######## block 1 ########
Block 1, cell sizes after repair:
Bar = 20 um.
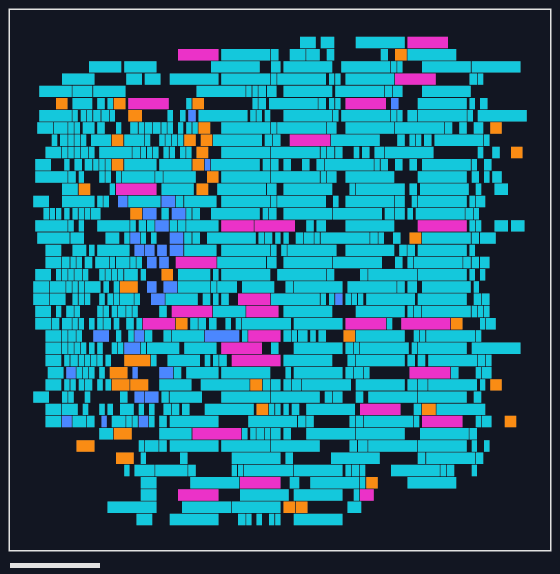

**config.mk**
```make
export PLATFORM = sky130hd
export DESIGN_NAME = gauss_sample_buffer
export DESIGN_NICKNAME = d
export VERILOG_FILES = /design/src/rtl/gauss_sample_buffer.sv
export SDC_FILE = /design/constraint.sdc
export NUM_CORES = 1
export LEC_CHECK = 0
export ABC_AREA = 1
export CAP_MARGIN = 10
export CORE_MARGIN = 5
export CORE_UTILIZATION = 58
export CTS_CLUSTER_DIAMETER = 80
export DETAILED_ROUTE_END_ITERATION = 8
export PLACE_DENSITY = 0.92
export SLEW_MARGIN = 20
export SYNTH_ARGS = -nofsm -noshare
export SYNTH_HDL_FRONTEND = slang
export SYNTH_SLANG_ARGS = --single-unit
```
**constraint.sdc**
```tcl
create_clock -name clk -period 2.8 [get_ports clk]
set_input_delay 0.56 -clock clk [delete_from_list [all_inputs] [get_ports clk]]
set_output_delay 0.56 -clock clk [all_outputs]
set_load 0.03 [all_outputs]
```
**src/rtl/gauss_sample_buffer.sv**
```systemverilog
// Aligns multiplier products with their valid, converts Q8.23 products to
// saturated Q4.11 samples and buffers them in a first-word-fall-through FIFO.
module gauss_sample_buffer #(
  parameter int unsigned LATENCY = 5,
  parameter int unsigned DEPTH   = 8
) (
  input  logic                       clk,
  input  logic                       reset,
  input  logic                       in_valid,
  input  logic [31:0]                prod_in32bit,
  input  logic                       out_ready,
  output logic                       out_valid,
  output logic [15:0]                out_data16bit,
  output logic [$clog2(DEPTH):0]     level,
  output logic                       overflow
);

  localparam int unsigned AW = $clog2(DEPTH);
  localparam int unsigned LW = AW + 1;

  logic [LATENCY-1:0] vld_sr;
  logic               aligned_valid_c;
  logic               conv_valid;
  logic [15:0]        conv_data;
  logic [15:0]        sat_c;
  logic signed [32:0] sum_c;
  logic signed [32:0] shr_c;

  logic [15:0]   mem [DEPTH];
  logic [AW-1:0] wr_ptr;
  logic [AW-1:0] rd_ptr;
  logic          full_c;
  logic          rd_c;
  logic          wr_acc_c;
  logic          drop_c;

  assign aligned_valid_c = vld_sr[LATENCY-1];

  // Valid delay line matching the multiplier pipeline depth
  always_ff @(posedge clk) begin
    if (reset) begin
      vld_sr <= '0;
    end else begin
      vld_sr[0] <= in_valid;
      for (int i = 1; i < int'(LATENCY); i++) begin
        vld_sr[i] <= vld_sr[i-1];
      end
    end
  end

  // Round half-up by 2^11, shift down by 12, then clamp to 16-bit signed
  always_comb begin
    sum_c = $signed({prod_in32bit[31], prod_in32bit}) + 33'sd2048;
    shr_c = sum_c >>> 12;
    sat_c = shr_c[15:0];
    if (shr_c > 33'sd32767) begin
      sat_c = 16'h7fff;
    end else if (shr_c < -33'sd32768) begin
      sat_c = 16'h8000;
    end
  end

  always_ff @(posedge clk) begin
    if (reset) begin
      conv_valid <= 1'b0;
      conv_data  <= '0;
    end else begin
      conv_valid <= aligned_valid_c;
      if (aligned_valid_c) begin
        conv_data <= sat_c;
      end
    end
  end

  // A write into a full FIFO is only accepted when the head leaves in the same edge
  always_comb begin
    full_c   = (level == LW'(DEPTH));
    rd_c     = out_valid && out_ready;
    wr_acc_c = conv_valid && (!full_c || rd_c);
    drop_c   = conv_valid && full_c && !rd_c;
  end

  always_ff @(posedge clk) begin
    if (reset) begin
      wr_ptr   <= '0;
      rd_ptr   <= '0;
      level    <= '0;
      overflow <= 1'b0;
    end else begin
      if (wr_acc_c) begin
        wr_ptr <= wr_ptr + AW'(1);
      end
      if (rd_c) begin
        rd_ptr <= rd_ptr + AW'(1);
      end
      case ({wr_acc_c, rd_c})
        2'b10:   level <= level + LW'(1);
        2'b01:   level <= level - LW'(1);
        default: level <= level;
      endcase
      if (drop_c) begin
        overflow <= 1'b1;
      end
    end
  end

  always_ff @(posedge clk) begin
    if (wr_acc_c) begin
      mem[wr_ptr] <= conv_data;
    end
  end

  // Output is forced to zero while empty so stale storage never shows after reset
  assign out_valid     = (level != '0);
  assign out_data16bit = out_valid ? mem[rd_ptr] : 16'h0000;

endmodule
```
######## block 2 ########
--- config.mk ---
export PLATFORM = sky130hd
export DESIGN_NAME = hazard_ctrl
export DESIGN_NICKNAME = d
export VERILOG_FILES = /design/src/rtl/hazard_ctrl_pkg.sv /design/src/rtl/hazard_ctrl_load_use_detect.sv /design/src/rtl/hazard_ctrl.sv
export SDC_FILE = /design/constraint.sdc
export NUM_CORES = 1
export LEC_CHECK = 0
export CAP_MARGIN = 20
export CORE_MARGIN = 2
export CORE_UTILIZATION = 35
export DETAILED_ROUTE_END_ITERATION = 10
export PLACE_DENSITY = 0.78
export SETUP_SLACK_MARGIN = 0.3
export SYNTH_ARGS = -nofsm -noshare
export SYNTH_HDL_FRONTEND = slang
export SYNTH_SLANG_ARGS = --single-unit
--- constraint.sdc ---
create_clock -name clk -period 1.67 [get_ports clk]
set_input_delay 0.167 -clock clk [delete_from_list [all_inputs] [get_ports clk]]
set_output_delay 0.167 -clock clk [all_outputs]
set_load 0.005 [all_outputs]
--- src/rtl/hazard_ctrl_pkg.sv ---
// Shared pipeline definitions for the hazard controller: FSM state encoding
// and register-file constants.
package hazard_ctrl_pkg;

    typedef logic [1:0] hz_state_t;

    localparam hz_state_t ST_RUN      = 2'd0;
    localparam hz_state_t ST_MEM_WAIT = 2'd1;
    localparam hz_state_t ST_ERROR    = 2'd2;

    localparam logic [4:0] REG_ZERO = 5'd0;

endpackage

--- src/rtl/hazard_ctrl_load_use_detect.sv ---
// Combinational load-use detector: the load in EX writes a register that
// the instruction in ID reads. Register zero never creates a hazard.
module load_use_detect
    import hazard_ctrl_pkg::*;
(
    input  logic       IDEX_mem_read,
    input  logic [4:0] IDEX_Rt,
    input  logic [4:0] IFID_Rs,
    input  logic [4:0] IFID_Rt,
    output logic       hazard
);

    assign hazard = IDEX_mem_read && (IDEX_Rt != REG_ZERO) &&
                    ((IDEX_Rt == IFID_Rs) || (IDEX_Rt == IFID_Rt));

endmodule

--- src/rtl/hazard_ctrl.sv ---
// Pipeline hazard controller: memory-wait freeze with timeout, load-use
// stall and branch flush. Define HAZARD_STALL_CNT_EN to add the stall_cnt port.
//
// state       | meaning
// ST_RUN      | normal issue; load-use stall and branch flush resolved here
// ST_MEM_WAIT | data memory outstanding; whole pipeline frozen
// ST_ERROR    | memory timed out; frozen with bus_err until reset
module hazard_ctrl
    import hazard_ctrl_pkg::*;
#(
    parameter int WAIT_TIMEOUT = 255,
    parameter int CNT_W        = 16
) (
    input  logic             clk,
    input  logic             rst_n,
    input  logic             IDEX_mem_read,
    input  logic [4:0]       IDEX_Rt,
    input  logic [4:0]       IFID_Rs,
    input  logic [4:0]       IFID_Rt,
    input  logic             branch_taken,
    input  logic             dmem_req,
    input  logic             dmem_ready,
    output logic             pc_we,
    output logic             IFID_we,
    output logic             IDEX_we,
    output logic             EXMEM_we,
    output logic             IFID_flush,
    output logic             IDEX_bubble,
    output logic             MEMWB_bubble,
`ifdef HAZARD_STALL_CNT_EN
    output logic [CNT_W-1:0] stall_cnt,
`endif
    output logic             bus_err
);

    localparam int WAIT_W = $clog2(WAIT_TIMEOUT + 1);
    localparam logic [WAIT_W-1:0] WAIT_LAST = WAIT_W'(WAIT_TIMEOUT - 1);

    hz_state_t         state, next_state;
    logic [WAIT_W-1:0] wait_cnt;
    logic              load_use;
    logic              pc_we_c, ifid_we_c, idex_we_c, exmem_we_c;
    logic              ifid_flush_c, idex_bubble_c, memwb_bubble_c;
    logic              mem_stall;

    load_use_detect u_load_use_detect (
        .IDEX_mem_read (IDEX_mem_read),
        .IDEX_Rt       (IDEX_Rt),
        .IFID_Rs       (IFID_Rs),
        .IFID_Rt       (IFID_Rt),
        .hazard        (load_use)
    );

    assign mem_stall = dmem_req && !dmem_ready;

    always_comb begin
        next_state     = state;
        pc_we_c        = 1'b0;
        ifid_we_c      = 1'b0;
        idex_we_c      = 1'b0;
        exmem_we_c     = 1'b0;
        ifid_flush_c   = 1'b0;
        idex_bubble_c  = 1'b0;
        memwb_bubble_c = 1'b0;
        case (state)
            ST_RUN: begin
                if (mem_stall) begin
                    memwb_bubble_c = 1'b1;
                    next_state     = ST_MEM_WAIT;
                end else if (load_use) begin
                    // branch_taken is dropped here; ID holds and re-presents it
                    idex_we_c     = 1'b1;
                    exmem_we_c    = 1'b1;
                    idex_bubble_c = 1'b1;
                end else begin
                    pc_we_c      = 1'b1;
                    ifid_we_c    = 1'b1;
                    idex_we_c    = 1'b1;
                    exmem_we_c   = 1'b1;
                    ifid_flush_c = branch_taken;
                end
            end
            ST_MEM_WAIT: begin
                if (dmem_ready) begin
                    pc_we_c    = 1'b1;
                    ifid_we_c  = 1'b1;
                    idex_we_c  = 1'b1;
                    exmem_we_c = 1'b1;
                    next_state = ST_RUN;
                end else begin
                    memwb_bubble_c = 1'b1;
                    if (wait_cnt >= WAIT_LAST) next_state = ST_ERROR;
                end
            end
            ST_ERROR: next_state = ST_ERROR;
            default:  next_state = ST_RUN;
        endcase
    end

    // Reset gates every output combinationally so the pipeline sees 0 at once.
    assign pc_we        = rst_n & pc_we_c;
    assign IFID_we      = rst_n & ifid_we_c;
    assign IDEX_we      = rst_n & idex_we_c;
    assign EXMEM_we     = rst_n & exmem_we_c;
    assign IFID_flush   = rst_n & ifid_flush_c;
    assign IDEX_bubble  = rst_n & idex_bubble_c;
    assign MEMWB_bubble = rst_n & memwb_bubble_c;
    assign bus_err      = rst_n & (state == ST_ERROR);

    // The entry cycle from RUN already counts as the first wait cycle.
    always_ff @(posedge clk or negedge rst_n) begin
        if (!rst_n) begin
            state    <= ST_RUN;
            wait_cnt <= '0;
        end else begin
            state <= next_state;
            case (state)
                ST_RUN:      wait_cnt <= mem_stall ? WAIT_W'(1) : '0;
                ST_MEM_WAIT: wait_cnt <= dmem_ready ? '0 : wait_cnt + 1'b1;
                default:     wait_cnt <= wait_cnt;
            endcase
        end
    end

`ifdef HAZARD_STALL_CNT_EN
    always_ff @(posedge clk or negedge rst_n) begin
        if (!rst_n) begin
            stall_cnt <= '0;
        end else if (!pc_we_c && (state != ST_ERROR) && (stall_cnt != {CNT_W{1'b1}})) begin
            stall_cnt <= stall_cnt + 1'b1;
        end
    end
`else
    logic unused_cnt_cfg;
    assign unused_cnt_cfg = |CNT_W;
`endif

endmodule

######## block 3 ########
===== config.mk =====
export PLATFORM = sky130hd
export DESIGN_NAME = fifo_ctrl_flat
export DESIGN_NICKNAME = d
export VERILOG_FILES = /design/src/rtl/fifo_ctrl_pkg.sv /design/src/rtl/fifo_ctrl_if.sv /design/src/rtl/fifo_ctrl_wrap_ptr.sv /design/src/rtl/fifo_ctrl.sv /design/src/flat_wrapper.sv
export SDC_FILE = /design/constraint.sdc
export NUM_CORES = 1
export LEC_CHECK = 0
export ABC_AREA = 1
export CORE_MARGIN = 8
export CORE_UTILIZATION = 42
export DETAILED_ROUTE_END_ITERATION = 10
export PLACE_DENSITY = 0.85
export SLEW_MARGIN = 20
export SYNTH_ARGS = -nofsm -noshare
export SYNTH_HDL_FRONTEND = slang
export SYNTH_HIERARCHICAL = 1
export SYNTH_SLANG_ARGS = --single-unit

===== constraint.sdc =====
create_clock -name clk -period 3.45 [get_ports clk]
set_clock_uncertainty 0.1 [all_clocks]
set_input_delay 0.5175 -clock clk [delete_from_list [all_inputs] [get_ports clk]]
set_output_delay 0.5175 -clock clk [all_outputs]
set_load 0.1 [all_outputs]

===== src/rtl/fifo_ctrl_pkg.sv =====
// Shared constants and small helpers for the FIFO pointer/flag controller.
// Parameter defaults of the interface and the controller derive from here.
package fifo_ctrl_pkg;

    localparam int FIFO_DEPTH    = 16;
    localparam int FIFO_AW       = 4;
    localparam int FIFO_DW       = 8;
    localparam int FIFO_AF_LEVEL = 12;

    // Accepted operations in one cycle, encoded {push, pop}.
    typedef enum logic [1:0] {
        OP_IDLE = 2'b00,
        OP_POP  = 2'b01,
        OP_PUSH = 2'b10,
        OP_BOTH = 2'b11
    } fifo_op_e;

    function automatic fifo_op_e fifo_op(input logic push, input logic pop);
        return fifo_op_e'({push, pop});
    endfunction

endpackage


===== src/rtl/fifo_ctrl_if.sv =====
// Push/pop handshake, status flags and memory-side signals of the FIFO controller.
// The slave modport is the controller; the master modport is the user plus memory.
interface fifo_ctrl_if
    import fifo_ctrl_pkg::*;
#(
    parameter int AW = FIFO_AW,
    parameter int DW = FIFO_DW
);
    logic          flush;
    logic          in_valid;
    logic [DW-1:0] in_data;
    logic          in_ready;
    logic          pop_req;
    logic          out_valid;
    logic [DW-1:0] out_data;
    logic          full;
    logic          empty;
    logic          almost_full;
    logic [AW:0]   count;
    logic          overflow_err;
    logic          underflow_err;
    logic          err_clr;
    logic          mem_we;
    logic          mem_re;
    logic [AW-1:0] mem_waddr;
    logic [AW-1:0] mem_raddr;
    logic [DW-1:0] mem_din;
    logic [DW-1:0] mem_dout;

    modport slave (
        input  flush, in_valid, in_data, pop_req, err_clr, mem_dout,
        output in_ready, out_valid, out_data, full, empty, almost_full, count,
               overflow_err, underflow_err, mem_we, mem_re, mem_waddr, mem_raddr, mem_din
    );

    modport master (
        output flush, in_valid, in_data, pop_req, err_clr, mem_dout,
        input  in_ready, out_valid, out_data, full, empty, almost_full, count,
               overflow_err, underflow_err, mem_we, mem_re, mem_waddr, mem_raddr, mem_din
    );

endinterface


===== src/rtl/fifo_ctrl_wrap_ptr.sv =====
// AW-bit wrapping address pointer with synchronous clear and increment enable.
// Wrap from DEPTH-1 to 0 is the natural modulo-2^AW rollover.
module wrap_ptr
    import fifo_ctrl_pkg::*;
#(
    parameter int AW = FIFO_AW
) (
    input  logic          clk,
    input  logic          rst,
    input  logic          clr_i,
    input  logic          inc_i,
    output logic [AW-1:0] ptr_o
);

    localparam logic [AW-1:0] PTR_ONE = {{(AW-1){1'b0}}, 1'b1};

    logic [AW-1:0] ptr_q, ptr_d;

    // Clear wins over increment so a flush cycle never advances the pointer.
    always_comb begin
        ptr_d = ptr_q;
        if (clr_i)      ptr_d = '0;
        else if (inc_i) ptr_d = ptr_q + PTR_ONE;
    end

    always_ff @(posedge clk or negedge rst) begin
        if (!rst) ptr_q <= '0;
        else      ptr_q <= ptr_d;
    end

    assign ptr_o = ptr_q;

endmodule


===== src/rtl/fifo_ctrl.sv =====
// FIFO controller: pointers, occupancy, flags, sticky errors and memory strobes
// in front of a synchronous-read memory. Holds no data; out_data is mem_dout.
module fifo_ctrl
    import fifo_ctrl_pkg::*;
#(
    parameter int DEPTH    = FIFO_DEPTH,
    parameter int AW       = FIFO_AW,
    parameter int DW       = FIFO_DW,
    parameter int AF_LEVEL = FIFO_AF_LEVEL
) (
    input  logic        clk,
    input  logic        rst,
    fifo_ctrl_if.slave  bus
);

    localparam logic [AW:0] CNT_FULL = (AW+1)'(DEPTH);
    localparam logic [AW:0] CNT_AF   = (AW+1)'(AF_LEVEL);
    localparam logic [AW:0] CNT_ONE  = {{AW{1'b0}}, 1'b1};

    logic [AW:0]   count_q, count_d;
    logic          out_valid_q, out_valid_d;
    logic          ovf_q, ovf_d;
    logic          udf_q, udf_d;
    logic          full, empty;
    logic          push_ok, pop_ok;
    logic [AW-1:0] wr_ptr, rd_ptr;

    // Flags decode only from registered count, so in_ready has no path from pop_req.
    assign full  = (count_q == CNT_FULL);
    assign empty = (count_q == '0);

    assign push_ok = bus.in_valid && !full  && !bus.flush;
    assign pop_ok  = bus.pop_req  && !empty && !bus.flush;

    wrap_ptr #(.AW(AW)) u_wr_ptr (
        .clk   (clk),
        .rst   (rst),
        .clr_i (bus.flush),
        .inc_i (push_ok),
        .ptr_o (wr_ptr)
    );

    wrap_ptr #(.AW(AW)) u_rd_ptr (
        .clk   (clk),
        .rst   (rst),
        .clr_i (bus.flush),
        .inc_i (pop_ok),
        .ptr_o (rd_ptr)
    );

    always_comb begin
        count_d = count_q;
        if (bus.flush) begin
            count_d = '0;
        end else begin
            unique case (fifo_op(push_ok, pop_ok))
                OP_PUSH: count_d = count_q + CNT_ONE;
                OP_POP:  count_d = count_q - CNT_ONE;
                default: count_d = count_q;
            endcase
        end
    end

    // Error set beats err_clr in the same cycle; flush leaves errors alone.
    always_comb begin
        ovf_d = ovf_q;
        udf_d = udf_q;
        if (bus.err_clr) begin
            ovf_d = 1'b0;
            udf_d = 1'b0;
        end
        if (bus.in_valid && full) ovf_d = 1'b1;
        if (bus.pop_req && empty) udf_d = 1'b1;
    end

    assign out_valid_d = pop_ok;

    always_ff @(posedge clk or negedge rst) begin
        if (!rst) begin
            count_q     <= '0;
            out_valid_q <= 1'b0;
            ovf_q       <= 1'b0;
            udf_q       <= 1'b0;
        end else begin
            count_q     <= count_d;
            out_valid_q <= out_valid_d;
            ovf_q       <= ovf_d;
            udf_q       <= udf_d;
        end
    end

    assign bus.in_ready      = !full;
    assign bus.full          = full;
    assign bus.empty         = empty;
    assign bus.almost_full   = (count_q >= CNT_AF);
    assign bus.count         = count_q;
    assign bus.out_valid     = out_valid_q;
    assign bus.out_data      = bus.mem_dout;
    assign bus.overflow_err  = ovf_q;
    assign bus.underflow_err = udf_q;

    assign bus.mem_we    = push_ok;
    assign bus.mem_re    = pop_ok;
    assign bus.mem_waddr = wr_ptr;
    assign bus.mem_raddr = rd_ptr;
    assign bus.mem_din   = bus.in_data;

endmodule


===== src/flat_wrapper.sv =====
// flat-port wrapper written by rule: the top's interface ports become plain ports
module fifo_ctrl_flat import fifo_ctrl_pkg::*;
#(
    parameter int DEPTH    = FIFO_DEPTH,
    parameter int AW       = FIFO_AW,
    parameter int DW       = FIFO_DW,
    parameter int AF_LEVEL = FIFO_AF_LEVEL
)
  (clk, rst, bus_flush, bus_in_valid, bus_in_data, bus_pop_req, bus_err_clr, bus_mem_dout, bus_in_ready, bus_out_valid, bus_out_data, bus_full, bus_empty, bus_almost_full, bus_count, bus_overflow_err, bus_underflow_err, bus_mem_we, bus_mem_re, bus_mem_waddr, bus_mem_raddr, bus_mem_din);
  fifo_ctrl_if #(.AW(AW), .DW(DW)) bus_i ();
  input  logic clk;
  input  logic rst;
  input wire logic [$bits(bus_i.flush)-1:0] bus_flush;
  input wire logic [$bits(bus_i.in_valid)-1:0] bus_in_valid;
  input wire logic [$bits(bus_i.in_data)-1:0] bus_in_data;
  input wire logic [$bits(bus_i.pop_req)-1:0] bus_pop_req;
  input wire logic [$bits(bus_i.err_clr)-1:0] bus_err_clr;
  input wire logic [$bits(bus_i.mem_dout)-1:0] bus_mem_dout;
  output wire logic [$bits(bus_i.in_ready)-1:0] bus_in_ready;
  output wire logic [$bits(bus_i.out_valid)-1:0] bus_out_valid;
  output wire logic [$bits(bus_i.out_data)-1:0] bus_out_data;
  output wire logic [$bits(bus_i.full)-1:0] bus_full;
  output wire logic [$bits(bus_i.empty)-1:0] bus_empty;
  output wire logic [$bits(bus_i.almost_full)-1:0] bus_almost_full;
  output wire logic [$bits(bus_i.count)-1:0] bus_count;
  output wire logic [$bits(bus_i.overflow_err)-1:0] bus_overflow_err;
  output wire logic [$bits(bus_i.underflow_err)-1:0] bus_underflow_err;
  output wire logic [$bits(bus_i.mem_we)-1:0] bus_mem_we;
  output wire logic [$bits(bus_i.mem_re)-1:0] bus_mem_re;
  output wire logic [$bits(bus_i.mem_waddr)-1:0] bus_mem_waddr;
  output wire logic [$bits(bus_i.mem_raddr)-1:0] bus_mem_raddr;
  output wire logic [$bits(bus_i.mem_din)-1:0] bus_mem_din;
  assign bus_i.flush = bus_flush;
  assign bus_i.in_valid = bus_in_valid;
  assign bus_i.in_data = bus_in_data;
  assign bus_i.pop_req = bus_pop_req;
  assign bus_i.err_clr = bus_err_clr;
  assign bus_i.mem_dout = bus_mem_dout;
  assign bus_in_ready = bus_i.in_ready;
  assign bus_out_valid = bus_i.out_valid;
  assign bus_out_data = bus_i.out_data;
  assign bus_full = bus_i.full;
  assign bus_empty = bus_i.empty;
  assign bus_almost_full = bus_i.almost_full;
  assign bus_count = bus_i.count;
  assign bus_overflow_err = bus_i.overflow_err;
  assign bus_underflow_err = bus_i.underflow_err;
  assign bus_mem_we = bus_i.mem_we;
  assign bus_mem_re = bus_i.mem_re;
  assign bus_mem_waddr = bus_i.mem_waddr;
  assign bus_mem_raddr = bus_i.mem_raddr;
  assign bus_mem_din = bus_i.mem_din;
  fifo_ctrl #(.DEPTH(DEPTH), .AW(AW), .DW(DW), .AF_LEVEL(AF_LEVEL)) u_core (.clk(clk), .rst(rst), .bus(bus_i));
endmodule

######## block 4 ########
===== config.mk =====
export PLATFORM = sky130hd
export DESIGN_NAME = id_ex_decode_stage
export DESIGN_NICKNAME = d
export VERILOG_FILES = /design/src/rtl/id_ex_decode_stage.sv
export SDC_FILE = /design/constraint.sdc
export NUM_CORES = 1
export LEC_CHECK = 0
export ABC_AREA = 1
export CORE_MARGIN = 8
export CORE_UTILIZATION = 48
export DETAILED_ROUTE_END_ITERATION = 8
export PLACE_DENSITY = 0.88
export SLEW_MARGIN = 20
export SYNTH_ARGS = -nofsm -noshare
export SYNTH_HDL_FRONTEND = slang
export SYNTH_SLANG_ARGS = --single-unit
export TNS_END_PERCENT = 30

===== constraint.sdc =====
create_clock -name clk -period 3.25 [get_ports clk]
set_input_delay 0.65 -clock clk [delete_from_list [all_inputs] [get_ports clk]]
set_output_delay 0.65 -clock clk [all_outputs]
set_load 0.03 [all_outputs]

===== src/rtl/id_ex_decode_stage.sv =====
// Instruction decode and ID/EX pipeline register for the 5-stage RV32I core.
// Decodes R-type/lw/sw/beq into the EX control bundle and inserts load-use bubbles.
module id_ex_decode_stage (
    input  logic        clk,
    input  logic        rst,
    input  logic [31:0] instr_id,
    input  logic        valid_id,
    input  logic        flush,
    input  logic        stall_ex,
    output logic        hazard_stall,
    output logic        valid_ex,
    output logic        illegal_ex,
    output logic [1:0]  alu_op_ex,
    output logic [2:0]  funct3_ex,
    output logic [6:0]  funct7_ex,
    output logic        alu_src_ex,
    output logic        reg_write_ex,
    output logic        mem_read_ex,
    output logic        mem_write_ex,
    output logic        mem_to_reg_ex,
    output logic        branch_ex,
    output logic [4:0]  rs1_ex,
    output logic [4:0]  rs2_ex,
    output logic [4:0]  rd_ex,
    output logic [31:0] imm_ex
);

    typedef struct packed {
        logic        valid;
        logic        illegal;
        logic [1:0]  alu_op;
        logic [2:0]  funct3;
        logic [6:0]  funct7;
        logic        alu_src;
        logic        reg_write;
        logic        mem_read;
        logic        mem_write;
        logic        mem_to_reg;
        logic        branch;
        logic [4:0]  rs1;
        logic [4:0]  rs2;
        logic [4:0]  rd;
        logic [31:0] imm;
    } ex_bundle_t;

    localparam logic [6:0] OP_RTYPE  = 7'b0110011;
    localparam logic [6:0] OP_LOAD   = 7'b0000011;
    localparam logic [6:0] OP_STORE  = 7'b0100011;
    localparam logic [6:0] OP_BRANCH = 7'b1100011;

    ex_bundle_t dec;
    ex_bundle_t ex_q;
    logic [6:0] opcode;
    logic [4:0] rs1_id;
    logic [4:0] rs2_id;
    logic       uses_rs2;

    assign opcode = instr_id[6:0];
    assign rs1_id = instr_id[19:15];
    assign rs2_id = instr_id[24:20];

    // An all-zero bundle is a bubble, so an invalid ID slot decodes straight to one.
    always_comb begin
        dec = '0;
        if (valid_id) begin
            dec.valid  = 1'b1;
            dec.funct3 = instr_id[14:12];
            dec.funct7 = instr_id[31:25];
            dec.rs1    = rs1_id;
            dec.rs2    = rs2_id;
            dec.rd     = instr_id[11:7];
            case (opcode)
                OP_RTYPE: begin
                    dec.alu_op    = 2'd2;
                    dec.reg_write = 1'b1;
                end
                OP_LOAD: begin
                    dec.alu_op     = 2'd0;
                    dec.alu_src    = 1'b1;
                    dec.reg_write  = 1'b1;
                    dec.mem_read   = 1'b1;
                    dec.mem_to_reg = 1'b1;
                    dec.imm        = {{20{instr_id[31]}}, instr_id[31:20]};
                end
                OP_STORE: begin
                    dec.alu_op    = 2'd0;
                    dec.alu_src   = 1'b1;
                    dec.mem_write = 1'b1;
                    dec.imm       = {{20{instr_id[31]}}, instr_id[31:25], instr_id[11:7]};
                end
                OP_BRANCH: begin
                    dec.alu_op = 2'd1;
                    dec.branch = 1'b1;
                    dec.imm    = {{19{instr_id[31]}}, instr_id[31], instr_id[7],
                                  instr_id[30:25], instr_id[11:8], 1'b0};
                end
                default: begin
                    dec.illegal = 1'b1;
                end
            endcase
        end
    end

    always_comb begin
        uses_rs2 = 1'b0;
        if ((opcode == OP_RTYPE) || (opcode == OP_STORE) || (opcode == OP_BRANCH)) begin
            uses_rs2 = 1'b1;
        end
    end

    // A taken branch kills the ID instruction, so it can never be a load consumer.
    assign hazard_stall = valid_id & ex_q.valid & ex_q.mem_read & (ex_q.rd != 5'd0)
                        & ((ex_q.rd == rs1_id) | (uses_rs2 & (ex_q.rd == rs2_id)))
                        & ~flush;

    always_ff @(posedge clk) begin
        if (rst) begin
            ex_q <= '0;
        end else if (flush) begin
            ex_q <= '0;
        end else if (!stall_ex) begin
            if (hazard_stall) begin
                ex_q <= '0;
            end else begin
                ex_q <= dec;
            end
        end
    end

    assign valid_ex      = ex_q.valid;
    assign illegal_ex    = ex_q.illegal;
    assign alu_op_ex     = ex_q.alu_op;
    assign funct3_ex     = ex_q.funct3;
    assign funct7_ex     = ex_q.funct7;
    assign alu_src_ex    = ex_q.alu_src;
    assign reg_write_ex  = ex_q.reg_write;
    assign mem_read_ex   = ex_q.mem_read;
    assign mem_write_ex  = ex_q.mem_write;
    assign mem_to_reg_ex = ex_q.mem_to_reg;
    assign branch_ex     = ex_q.branch;
    assign rs1_ex        = ex_q.rs1;
    assign rs2_ex        = ex_q.rs2;
    assign rd_ex         = ex_q.rd;
    assign imm_ex        = ex_q.imm;

endmodule


==> notes/layouts.md <==
Pictures saved along the way, in no particular order.

Sequential cells grouped by signal name.
shot_01.png
Bar = 20 um. Other sequential cells in the stronger grey, the rest of the logic in the fainter grey.
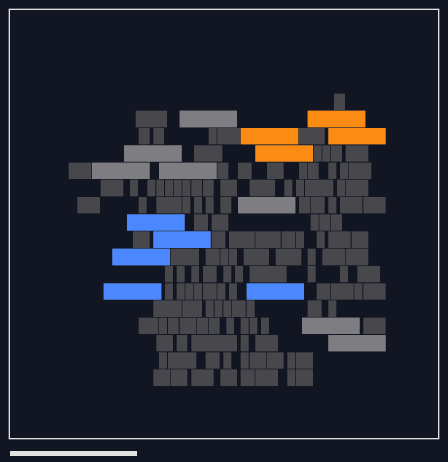
shot_02.png
Bar = 10 um. Other cells in grey.
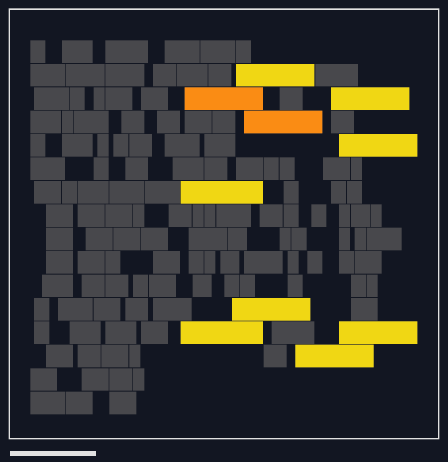
shot_03.png
Bar = 20 um. Other sequential cells in the stronger grey, the rest of the logic in the fainter grey.
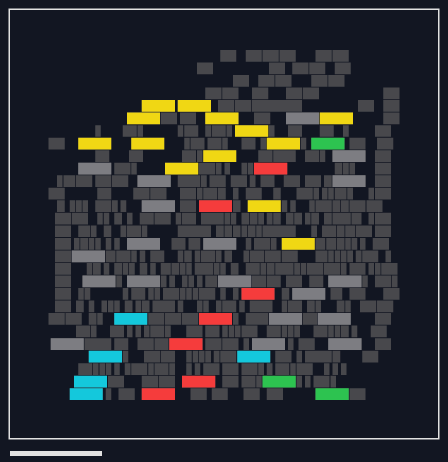
shot_04.png
Bar = 20 um. Other sequential cells in the stronger grey, the rest of the logic in the fainter grey.
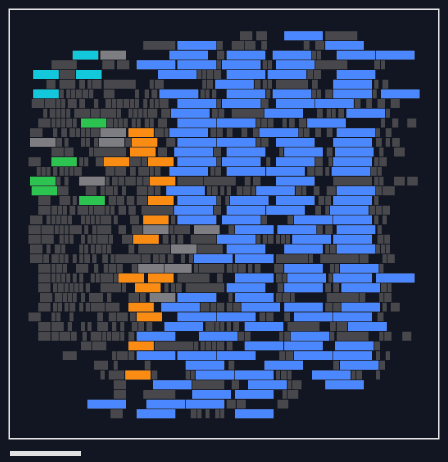
block 3: shot_01.png
block 1: shot_04.png
block 4: shot_03.png
block 2: shot_02.png
Of these, most cells: shot_04.png
Of these, smallest die: shot_02.png

Key to shot_02.png:
Key: wait_cnt = yellow [placed flops 8]; state = orange [placed flops 2]

Block 3, signal wires by layer:
Bar = 20 um.
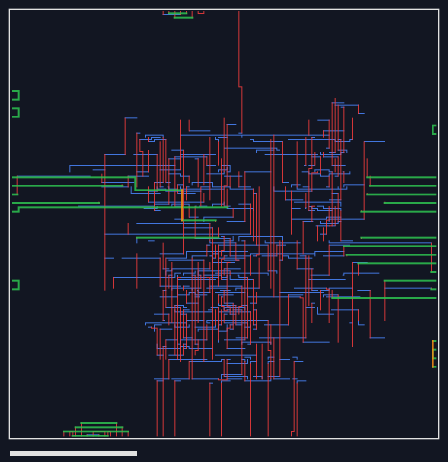
Key: met1 = blue [wire length 960 um]; met2 = red [wire length 1100 um]; met4 = orange [wire length 8.80 um]; met3 = green [wire length 291 um]
routed vias: 914
wire length per cell after detailed routing: 13.0 um
gr usage total: 0.107
WL final: 2.36 mm

==> results_slide.txt, block 3 <==
Flow Results at a Glance

Critical path
  • Stages on worst setup path: 15
  • Endpoint class of the critical path: register
  • Sum of buffers and inverters on the critical path: 3
  • Largest stage delay on the critical path: roughly 590 ps
  • Critical path required time: between 3000 and 4000 ps
  • Reg2Reg Capture Point: u_core/bus.count[4]
  • R2r startpoint: u_core/bus.count[4]
  • Critical Path Source: bus_flush

Layout
  • Share of final-layout standard cells stronger than drive strength 1: 0.199
  • Non-Filler Instances: roughly 180
  • Area of all placed cells without fillers: ~1300 um2
  • Total inserted antenna cells: 0
  • Post-layout nets: around 180
  • Register area: 400 um2
  • Max reg flops: 5

STA
  • Setup repair after global routing missed its margin: false
  • Part of the cycle the worst path needs: 0.771
  • Final Max-Slew Violation Tally: 0
  • Final Critical Period: about 2700 ps
  • Worst-Margin Slew: between 900 and 1000 ps

Run
  • Number of warning messages in the logs: 26

Routing
  • Detailed-route wire length on metal 1: roughly 960 um
  • Vias per std cell: a little over 5
  • Top routing layer used: met4
  • Remaining design rule violation count: 0

Yosys
  • Most numerous cell in the Yosys netlist: sky130_fd_sc_hd__nand2_1
  • Largest type area fraction: 0.359
  • Sequential-to-total area share from yosys stat: 0.359
  • Post-Syn Area: about 1100 um2
  • Most used DFF post-synth: sky130_fd_sc_hd__dfrtp_1

Clocking
  • Clock latency on the worst-skew pair: 290 ps
  • Root buffer selected by CTS: sky130_fd_sc_hd__clkbuf_4
  • Post-CTS clock slew at the launch and capture registers of the worst setup and hold paths: roughly 100 ps

Placed design
  • Placed cell count: around 180
  • Pre-CTS setup slack: between 500 and 600 ps

GRT
  • Met3 GRT Util: 0.0679

Hold path
  • Hold wc startpoint: u_core/bus.overflow_err
  • Hold/Removal Path Class: reg2reg

Power
  • Leakage power summed over all cells: around 0.72 nW
  • Int Power: between 0.3 and 0.4 mW

Die
  • Rows: 18
  • Floorplan Core Area: 2500 um2

Status
  • Status: finished clean
block 3: kinds of logic after synthesis:
group                    Yosys count  share of synthesized area
AND/OR/NAND/NOR                   64                      0.306
buffers and inverters             37                      0.183
flip-flops                        16                      0.359
AND-OR/OR-AND                     11                     0.0617
adder cells (fa/ha/maj)            6                     0.0741
XOR/XNOR                           2                     0.0157
block 3: cell type report:
type	instances	share of cell area
multi-input combinational	83	0.389
sequential	16	0.305
timing repair buffer	27	0.187
inverter	21	0.0638
tap	30	0.0286
clock buffer	4	0.0276
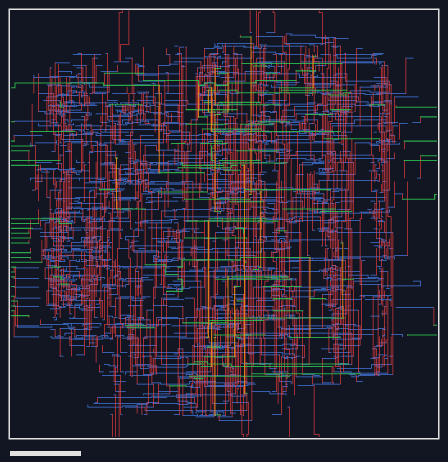
Block 1: signal wires by layer
Bar = 20 um.
Key: met4 = orange [wire length 407 um]; met1 = blue [wire length 6020 um]; met3 = green [wire length 1250 um]; met2 = red [wire length 8360 um]
gr usage total: 0.233
wire length per cell after detailed routing: 18.1 um

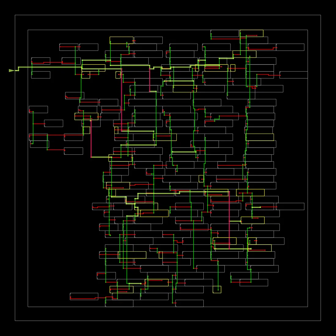
Block 1: the clock network
final worst clock skew: 12.2 ps
Clock Power: 2.40 mW
Clock Sinks: 164
Layout clock buffers: 18
clock latency on the worst-skew pair: 430 ps

## Picture notes: 'cell sizes after repair' of block 1
Key: drive 6 and up = magenta [cells 27, share 3.6%, most used clkbuf_16]; drive 1 or less = cyan [cells 642, share 87%, most used nor2_1]; drive 2 = blue [cells 32, share 4.3%, most used nand2_2]; drive 3 to 4 = orange [cells 39, share 5.3%, most used buf_4]
area of all placed cells without fillers: 8370 um2
number of buffers outside the clock class in the layout: 70
signed area change from the synthesized netlist to the final layout: 19.0%

==> results_slide.txt, block 1 <==
Flow Results at a Glance

Critical path
  • Reg2Reg Capture Point: level[3]
  • Stages on worst setup path: 7

Die
  • Effective utilization at floorplan: 0.588

GRT
  • Largest net degree at the start of global routing: 65
  • Met2 track demand over resource: 0.411

Status
  • Status: finished clean

Layout
  • Non-Filler Instances: between 800 and 900
  • Post-layout nets: about 770

STA
  • Final setup fails: 0
  • Part of the cycle the worst path needs: 0.992

Placed design
  • DP Wirelength: ~10 mm
  • Port Buffer Count: 46

Power
  • Switching power share of the total: 0.339
  • Fraction of power consumed by the clock network: 0.318

Hold path
  • Endpoint of the worst hold path: vld_sr[3]

Yosys
  • Logic family by area: simple AND/OR/NAND/NOR gates

Routing
  • Top routing layer used: met4
## block 1: sequential cells by signal, summed over array words and instances, names as in the netlist, named ones only
name / flops
rd_ptr: 3
wr_ptr: 3
level: 4
mem: 128
vld_sr: 5
overflow: 1
conv_valid: 1
conv_data: 16
## block 1: timing repair
| item | in CTS | in global routing |
|---|---|---|
| setup buffers | 0 | 0 |
| resized | 9 | 3 |
| endpoints found under the setup margin | 8 | 3 |
| endpoints found under the hold margin | 0 | 0 |
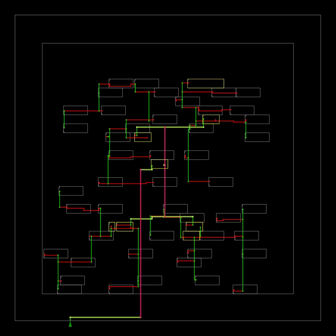
Block 4: the clock network
Layout clock buffers: 6
number of flip-flops and latches: 47
clock latency on the worst-skew pair: 300 ps

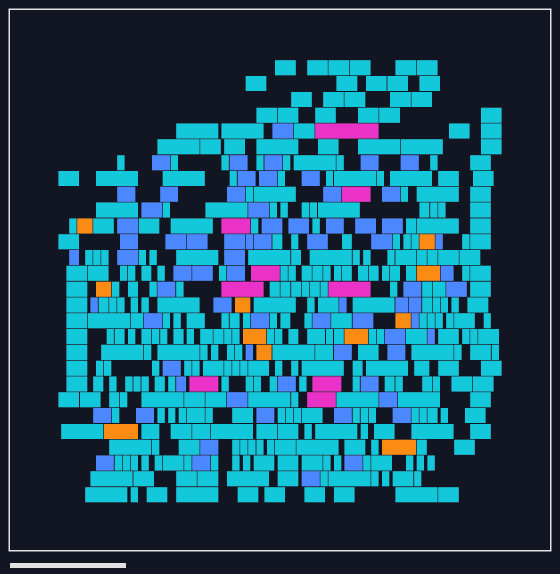
Block 4: cell sizes after repair
Bar = 20 um.
Key: drive 3 to 4 = orange [cells 11, share 2.4%, most used buf_4]; drive 6 and up = magenta [cells 9, share 2.0%, most used clkbuf_8]; drive 1 or less = cyan [cells 358, share 80%, most used nand2_1]; drive 2 = blue [cells 72, share 16%, most used a21oi_2]
signed area change from the synthesized netlist to the final layout: 33.8%
area of all placed cells without fillers: 3800 um2
final critical-path setup slack: 470 ps

==> results_slide.txt, block 4 <==
Flow Results at a Glance

Status
  • Status: finished clean

Clocking
  • Post-CTS setup buffer count: 0
  • Hold Buf Count CTS: 0
  • Root buffer selected by CTS: sky130_fd_sc_hd__clkbuf_8
  • TritonCTS buffer count: 5

STA
  • Worst-Margin Slew: just under 900 ps
  • Accumulated negative setup slack: 0 ps
  • Setup repair after global routing missed its margin: false

Die
  • Die Y: a little over 90 um

Yosys
  • Top cells by area, synth: sky130_fd_sc_hd__dfxtp_1, sky130_fd_sc_hd__nand2_1, sky130_fd_sc_hd__a21oi_2, sky130_fd_sc_hd__nand3_2, sky130_fd_sc_hd__buf_4
  • AND-OR/OR-AND Cells, Area Fraction: 0.180
  • Sequential-to-total area share from yosys stat: 0.331
  • Post-synthesis cell count from yosys: roughly 380
  • Xor/xnor cell area share of the yosys netlist: 0.0185
  • Syn avg cell area: roughly 7.6 um2
  • Logic family by area: simple AND/OR/NAND/NOR gates
  • Count of warnings emitted by yosys: 0

GRT
  • Vias in the first global route: ~2.5k
  • Final global-route overflow total: 0

Critical path
  • Crit Path Class: in2out
  • Sum of buffers and inverters on the critical path: 3
  • Endpoint class of the critical path: output pin
  • Critical path required time: 2600 ps
  • Crit path arrival time: about 2100 ps
  • Worst path top cell family by delay: buffers and inverters
  • CP max stage cell: sky130_fd_sc_hd__clkdlybuf4s50_1

Power
  • Int Power: approximately 0.92 mW
  • Combinational share of power: 0.167
  • Switching power share of the total: 0.265

Layout
  • Share of final-layout standard cells stronger than drive strength 1: 0.204
  • Post-layout nets: about 490
  • Final core utilization: 0.653
  • Buffering overhead: 0.282
  • MI comb area: 1460 um2
  • Highest-count cells in the layout ignoring fill and taps: sky130_fd_sc_hd__nand2_1, sky130_fd_sc_hd__clkdlybuf4s50_1, sky130_fd_sc_hd__dfxtp_1, sky130_fd_sc_hd__a21oi_2, sky130_fd_sc_hd__inv_1
  • Total inserted antenna cells: 0
  • Clock network area share: 0.0310

Placed design
  • Placed standard-cell area: between 3000 and 4000 um2

Routing
  • Initial drt markers: between 150 and 200

Hold path
  • Hold wc startpoint: branch_ex

Run
  • Number of warning messages in the logs: 26
-- block 4: final timing paths --
path | to | slack, ps | cells past startpoint
worst min register to register | branch_ex | 470 | 2
worst max register to register | rs2_ex[1] | 1580 | 9
worst min-delay path | branch_ex | 470 | 2
worst max-delay path | hazard_stall | 470 | 9
-- block 4: metal layers --
| layer | track usage | part of all wire | vias up |
|---|---|---|---|
| met2 | 0.301 | 0.49 | 108 |
| li1 | - | - | 1311 |
| met5 | 0 | 0 | - |
| met3 | 0.0469 | 0.083 | 12 |
| met4 | 0.0631 | 0.019 | 0 |
| met1 | 0.212 | 0.41 | 1189 |
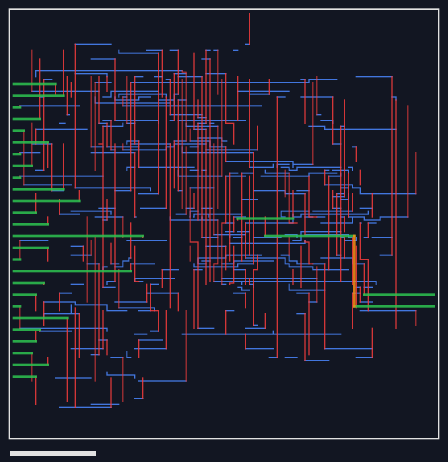
Block 2: signal wires by layer
Bar = 10 um.
Key: met2 = red [wire length 1050 um]; met3 = green [wire length 137 um]; met4 = orange [wire length 8.20 um]; met1 = blue [wire length 771 um]
routed vias: 812
WL final: 1.96 mm

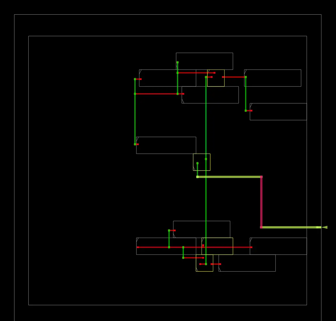
Block 2: the clock network
Clock Sinks: 10
final worst clock skew: 6.05 ps
Clock Power: 0.211 mW
number of flip-flops and latches: 10
clock latency on the worst-skew pair: 260 ps

==> results_slide.txt, block 2 <==
Flow Results at a Glance

Critical path
  • Endpoint class of the critical path: output pin
  • Reg2Reg Capture Point: wait_cnt[3]
  • Critical Path Source: IDEX_Rt[1]
  • Critical path cell sequence: buf_6, or4_4, o21ai_2, buf_4, inv_2, a211oi_2, buf_2
  • Critical path required time: roughly 1500 ps
  • Reg2Reg Depth: 5
  • CP max stage cell: sky130_fd_sc_hd__or4_4

Power
  • Net switching power of the design: around 0.16 mW
  • Worst VDD drop: about 0.40 mV
  • Combinational share of power: 0.291
  • Sequential power: roughly 0.25 mW

Placed design
  • Port Buffer Count: 28
  • Routability cong.: 0.728
  • DP Wirelength: 1.43 mm
  • Placed standard-cell area: about 1100 um2

STA
  • Final Critical Period: ~1600 ps
  • Worst-Margin Slew: roughly 200 ps
  • Final Max-Slew Violation Tally: 0
  • Final hold vios: 0
  • Final critical-path setup slack: 115 ps

Layout
  • Post-layout nets: 157
  • Share of final-layout standard cells stronger than drive strength 1: 0.376
  • Register area: about 250 um2
  • MI comb area: 490 um2

GRT
  • First-pass GRT wire length: between 3 and 4 mm
  • Vias in the first global route: between 800 and 900
  • Final global-route overflow total: 0
  • Antenna violations before repair: 0
  • Largest net degree at the start of global routing: 15
  • Gr usage total: 0.181

Status
  • Status: finished clean

Run
  • Count of maximum capacitance violations: 0
  • Number of warning messages in the logs: 30

Die
  • Number of ports placed on the die boundary: 29
  • Effective utilization at floorplan: 0.373
  • Horiz. Die Dim: 49.7 um

Clocking
  • Hold Buf Count CTS: 0
  • Post-CTS setup buffer count: 4

Yosys
  • Adder-cell share of the synthesized area: 0.0342
  • Flip-flops with a built-in enable: 0
  • Most numerous cell in the Yosys netlist: sky130_fd_sc_hd__xnor2_1
  • Count of warnings emitted by yosys: 0
  • Post-Syn Area: between 700 and 800 um2

Routing
  • Number of nets with antenna violations after routing: 0
  • Remaining design rule violation count: 0
==> block 2: per-layer routing <==
layer	routed length, um	GRT usage
met4	8	0.0694
met5	0	0
met2	1050	0.347
met1	771	0.190
met3	136	0.0364
==> block 2: flip-flops by register name, summed over array words and instances, names as in the netlist <==
name,count
wait_cnt,8
state,2
==> block 2: cell type report <==
cell class                      count  share of cell area
Inverter                            5              0.0173
Tap cell                           27              0.0275
Multi-Input combinational cell     67               0.400
Timing Repair Buffer               47               0.320
Clock buffer                        4              0.0296
Sequential cell                    10               0.206

######## block 5 ########
**src/rtl/store_buffer.sv**
```systemverilog
// Store buffer: a circular FIFO of pending stores, drained to dmem port B
// whenever no load needs the memory, with youngest-match forwarding to loads.
module store_buffer #(
    parameter int DATA_W   = 32,
    parameter int SB_DEPTH = 4
) (
    input  logic              clk,
    input  logic              rst_n,
    input  logic              st_valid,
    output logic              st_ready,
    input  logic [15:0]       st_addr,
    input  logic [DATA_W-1:0] st_data,
    input  logic              ld_valid,
    input  logic [15:0]       ld_addr,
    output logic              ld_data_valid,
    output logic [DATA_W-1:0] ld_data,
    input  logic              flush,
    output logic              empty,
    output logic [2:0]        count,
    output logic [15:0]       dm_a_a,
    input  logic [DATA_W-1:0] dm_rd_a,
    output logic [15:0]       dm_a_b,
    output logic [DATA_W-1:0] dm_wd_b,
    output logic              dm_we_b,
    output logic              dm_we_a
);
    localparam int PTR_W = $clog2(SB_DEPTH);
    localparam int CNT_W = 3;
    localparam logic [CNT_W-1:0] FULL_CNT = CNT_W'(SB_DEPTH);

    logic [15:0]       addr_q [SB_DEPTH];
    logic [15:0]       addr_d [SB_DEPTH];
    logic [DATA_W-1:0] data_q [SB_DEPTH];
    logic [DATA_W-1:0] data_d [SB_DEPTH];
    logic [PTR_W-1:0]  head_q, head_d;
    logic [PTR_W-1:0]  tail_q, tail_d;
    logic [CNT_W-1:0]  count_q, count_d;
    logic              ld_data_valid_q, ld_data_valid_d;
    logic [DATA_W-1:0] ld_data_q, ld_data_d;

    logic              enq;
    logic              drain;
    logic              fwd_hit;
    logic [DATA_W-1:0] fwd_data;

    assign st_ready = (count_q < FULL_CNT);
    assign enq      = st_valid && st_ready;
    // Loads own the memory unless flush forces the head entry out anyway.
    assign drain    = (count_q != '0) && (!ld_valid || flush);

    // Walk live entries oldest to youngest so the last match wins; the entry
    // draining this cycle is still live, the one enqueuing is not yet.
    always_comb begin
        // NOTE: every variable driven here gets a default first, so no path can infer a latch.
        fwd_hit  = 1'b0;
        fwd_data = '0;
        for (int k = 0; k < SB_DEPTH; k++) begin
            if ((CNT_W'(k) < count_q) && (addr_q[head_q + PTR_W'(k)] == ld_addr)) begin
                fwd_hit  = 1'b1;
                fwd_data = data_q[head_q + PTR_W'(k)];
            end
        end
    end

    always_comb begin
        head_d          = head_q;
        tail_d          = tail_q;
        addr_d          = addr_q;
        data_d          = data_q;
        ld_data_valid_d = ld_valid;
        ld_data_d       = ld_data_q;

        if (drain) begin
            head_d = head_q + PTR_W'(1);
        end
        if (enq) begin
            addr_d[tail_q] = st_addr;
            data_d[tail_q] = st_data;
            tail_d         = tail_q + PTR_W'(1);
        end
        count_d = count_q + CNT_W'(enq) - CNT_W'(drain);

        if (ld_valid) begin
            ld_data_d = fwd_hit ? fwd_data : dm_rd_a;
        end
    end

    // NOTE: sequential state uses non-blocking assignments so every flop samples pre-edge values.
    always_ff @(posedge clk or negedge rst_n) begin
        if (!rst_n) begin
            head_q          <= '0;
            tail_q          <= '0;
            count_q         <= '0;
            ld_data_valid_q <= 1'b0;
            ld_data_q       <= '0;
        end else begin
            head_q          <= head_d;
            tail_q          <= tail_d;
            count_q         <= count_d;
            ld_data_valid_q <= ld_data_valid_d;
            ld_data_q       <= ld_data_d;
        end
    end

    // NOTE: entry storage is deliberately not reset; count/head/tail alone decide which entries are live.
    always_ff @(posedge clk) begin
        addr_q <= addr_d;
        data_q <= data_d;
    end

    assign empty         = (count_q == '0);
    assign count         = count_q;
    assign ld_data_valid = ld_data_valid_q;
    assign ld_data       = ld_data_q;
    assign dm_a_a        = ld_addr;
    assign dm_we_a       = 1'b0;
    assign dm_a_b        = addr_q[head_q];
    assign dm_wd_b       = data_q[head_q];
    assign dm_we_b       = drain;

endmodule

```
**config.mk**
```make
export PLATFORM = sky130hd
export DESIGN_NAME = store_buffer
export DESIGN_NICKNAME = d
export VERILOG_FILES = /design/src/rtl/store_buffer.sv
export SDC_FILE = /design/constraint.sdc
export NUM_CORES = 1
export LEC_CHECK = 0
export ABC_CLOCK_PERIOD_IN_PS = 4600
export CAP_MARGIN = 20
export CORE_ASPECT_RATIO = 0.8
export CORE_UTILIZATION = 60
export CTS_CLUSTER_DIAMETER = 30
export DETAILED_ROUTE_END_ITERATION = 8
export PLACE_DENSITY = 0.87
export SYNTH_ARGS = -nofsm -noshare
export SYNTH_HDL_FRONTEND = slang
export SYNTH_SLANG_ARGS = --single-unit
```
**constraint.sdc**
```tcl
create_clock -name clk -period 4.6 [get_ports clk]
set_input_delay 0.92 -clock clk [delete_from_list [all_inputs] [get_ports clk]]
set_output_delay 0.92 -clock clk [all_outputs]
set_load 0.01 [all_outputs]
```
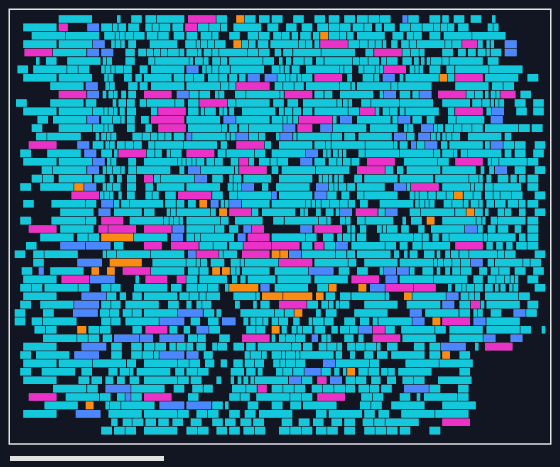
Block 5: cell sizes after repair
Bar = 50 um.
Key: drive 2 = blue [cells 110, share 7.6%, most used mux2_2]; drive 3 to 4 = orange [cells 32, share 2.2%, most used buf_4]; drive 1 or less = cyan [cells 1223, share 85%, most used clkdlybuf4s50_1]; drive 6 and up = magenta [cells 77, share 5.3%, most used clkbuf_16]
signed area change from the synthesized netlist to the final layout: 25.4%
number of buffers outside the clock class in the layout: 231

==> results_slide.txt <==
Flow Results at a Glance

Die
  • Floorplan Core Area: roughly 23000 um2
  • Num tapcells: around 310
  • Rows: about 50

Power
  • Int Power: ~7.1 mW

Clocking
  • TritonCTS buffer count: approximately 45
  • Post-CTS clock slew at the launch and capture registers of the worst setup and hold paths: roughly 50 ps

Yosys
  • Most used DFF post-synth: sky130_fd_sc_hd__edfxtp_1

Routing
  • Remaining design rule violation count: 0
  • Detailed-route wire length on metal 1: between 15 and 20 mm

GRT
  • First-pass GRT wire length: 61.5 mm
  • Vias in the first global route: roughly 11k
  • Final global-route overflow total: 0

Critical path
  • Critical Path Source: head_q[0]
  • Crit path arrival time: around 4600 ps
  • Reg2Reg Depth: 10

Run
  • Number of warning messages in the logs: 32

Layout
  • Area of all placed cells without fillers: about 18000 um2

Status
  • Status: finished clean
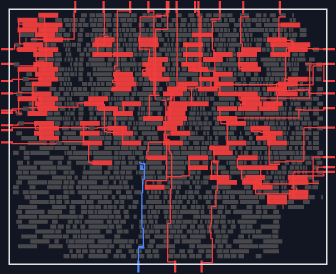
Block 5: wires at chosen ports, followed through buffers
Key: st_data = red [bits 32, direction input, edge 12 north, 9 west, 9 east, 2 south, end cells 128, buffers 32, wire 2320 um]; empty = blue [bits 1, direction output, edge south, end cells 1, buffers 1, wire 69.2 um]
Port Buffer Count: 203
number of ports placed on the die boundary: 205

per-stage QoR:
stage          setup WS, ps   util
6_report                422  0.769
3_3_place_gp            596  0.700
3_5_place_dp            539  0.700
2_1_floorplan          1420      -
4_1_cts                 511  0.768
5_1_grt                 297  0.769
Yosys cell counts (all sizes together) (34+ instances only):
library cell  count
o21ai            39
nand2            40
mux2i           137
dfrtp            40
xnor2            34
mux2             71
nor2            101
buf              79
a21oi            78
nand2b           34
clkbuf           55
o22ai            35
edfxtp          192


==> gallery <==
Wires at chosen ports, followed through buffers.
Plate I
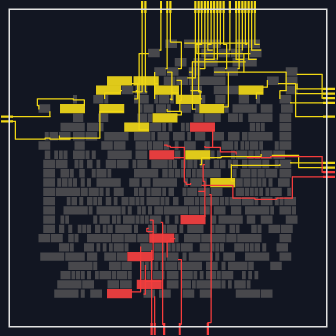
Plate II
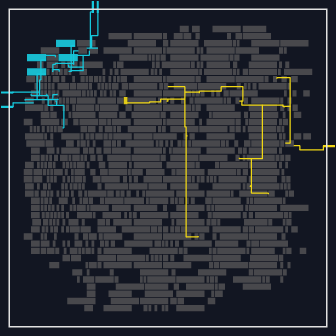
Plate III
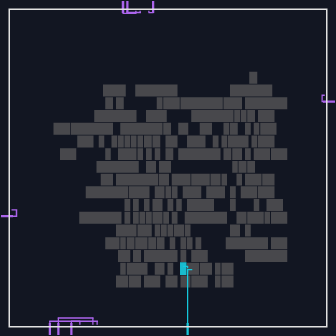
Plate IV
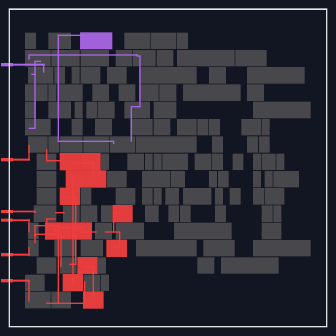
Plate I: block 4
Plate III: block 3
Plate IV: block 2
Plate II: block 1

Key to Plate III:
Key: bus_in_data = purple [bits 8, direction input, edge 3 north, 3 south, 1 east, 1 west, end cells 0, buffers 0, wire 38.7 um]; bus_almost_full = cyan [bits 1, direction output, edge south, end cells 1, buffers 1, wire 13.9 um]

Power figures rest on the tool's default switching activity, not on a simulated workload.
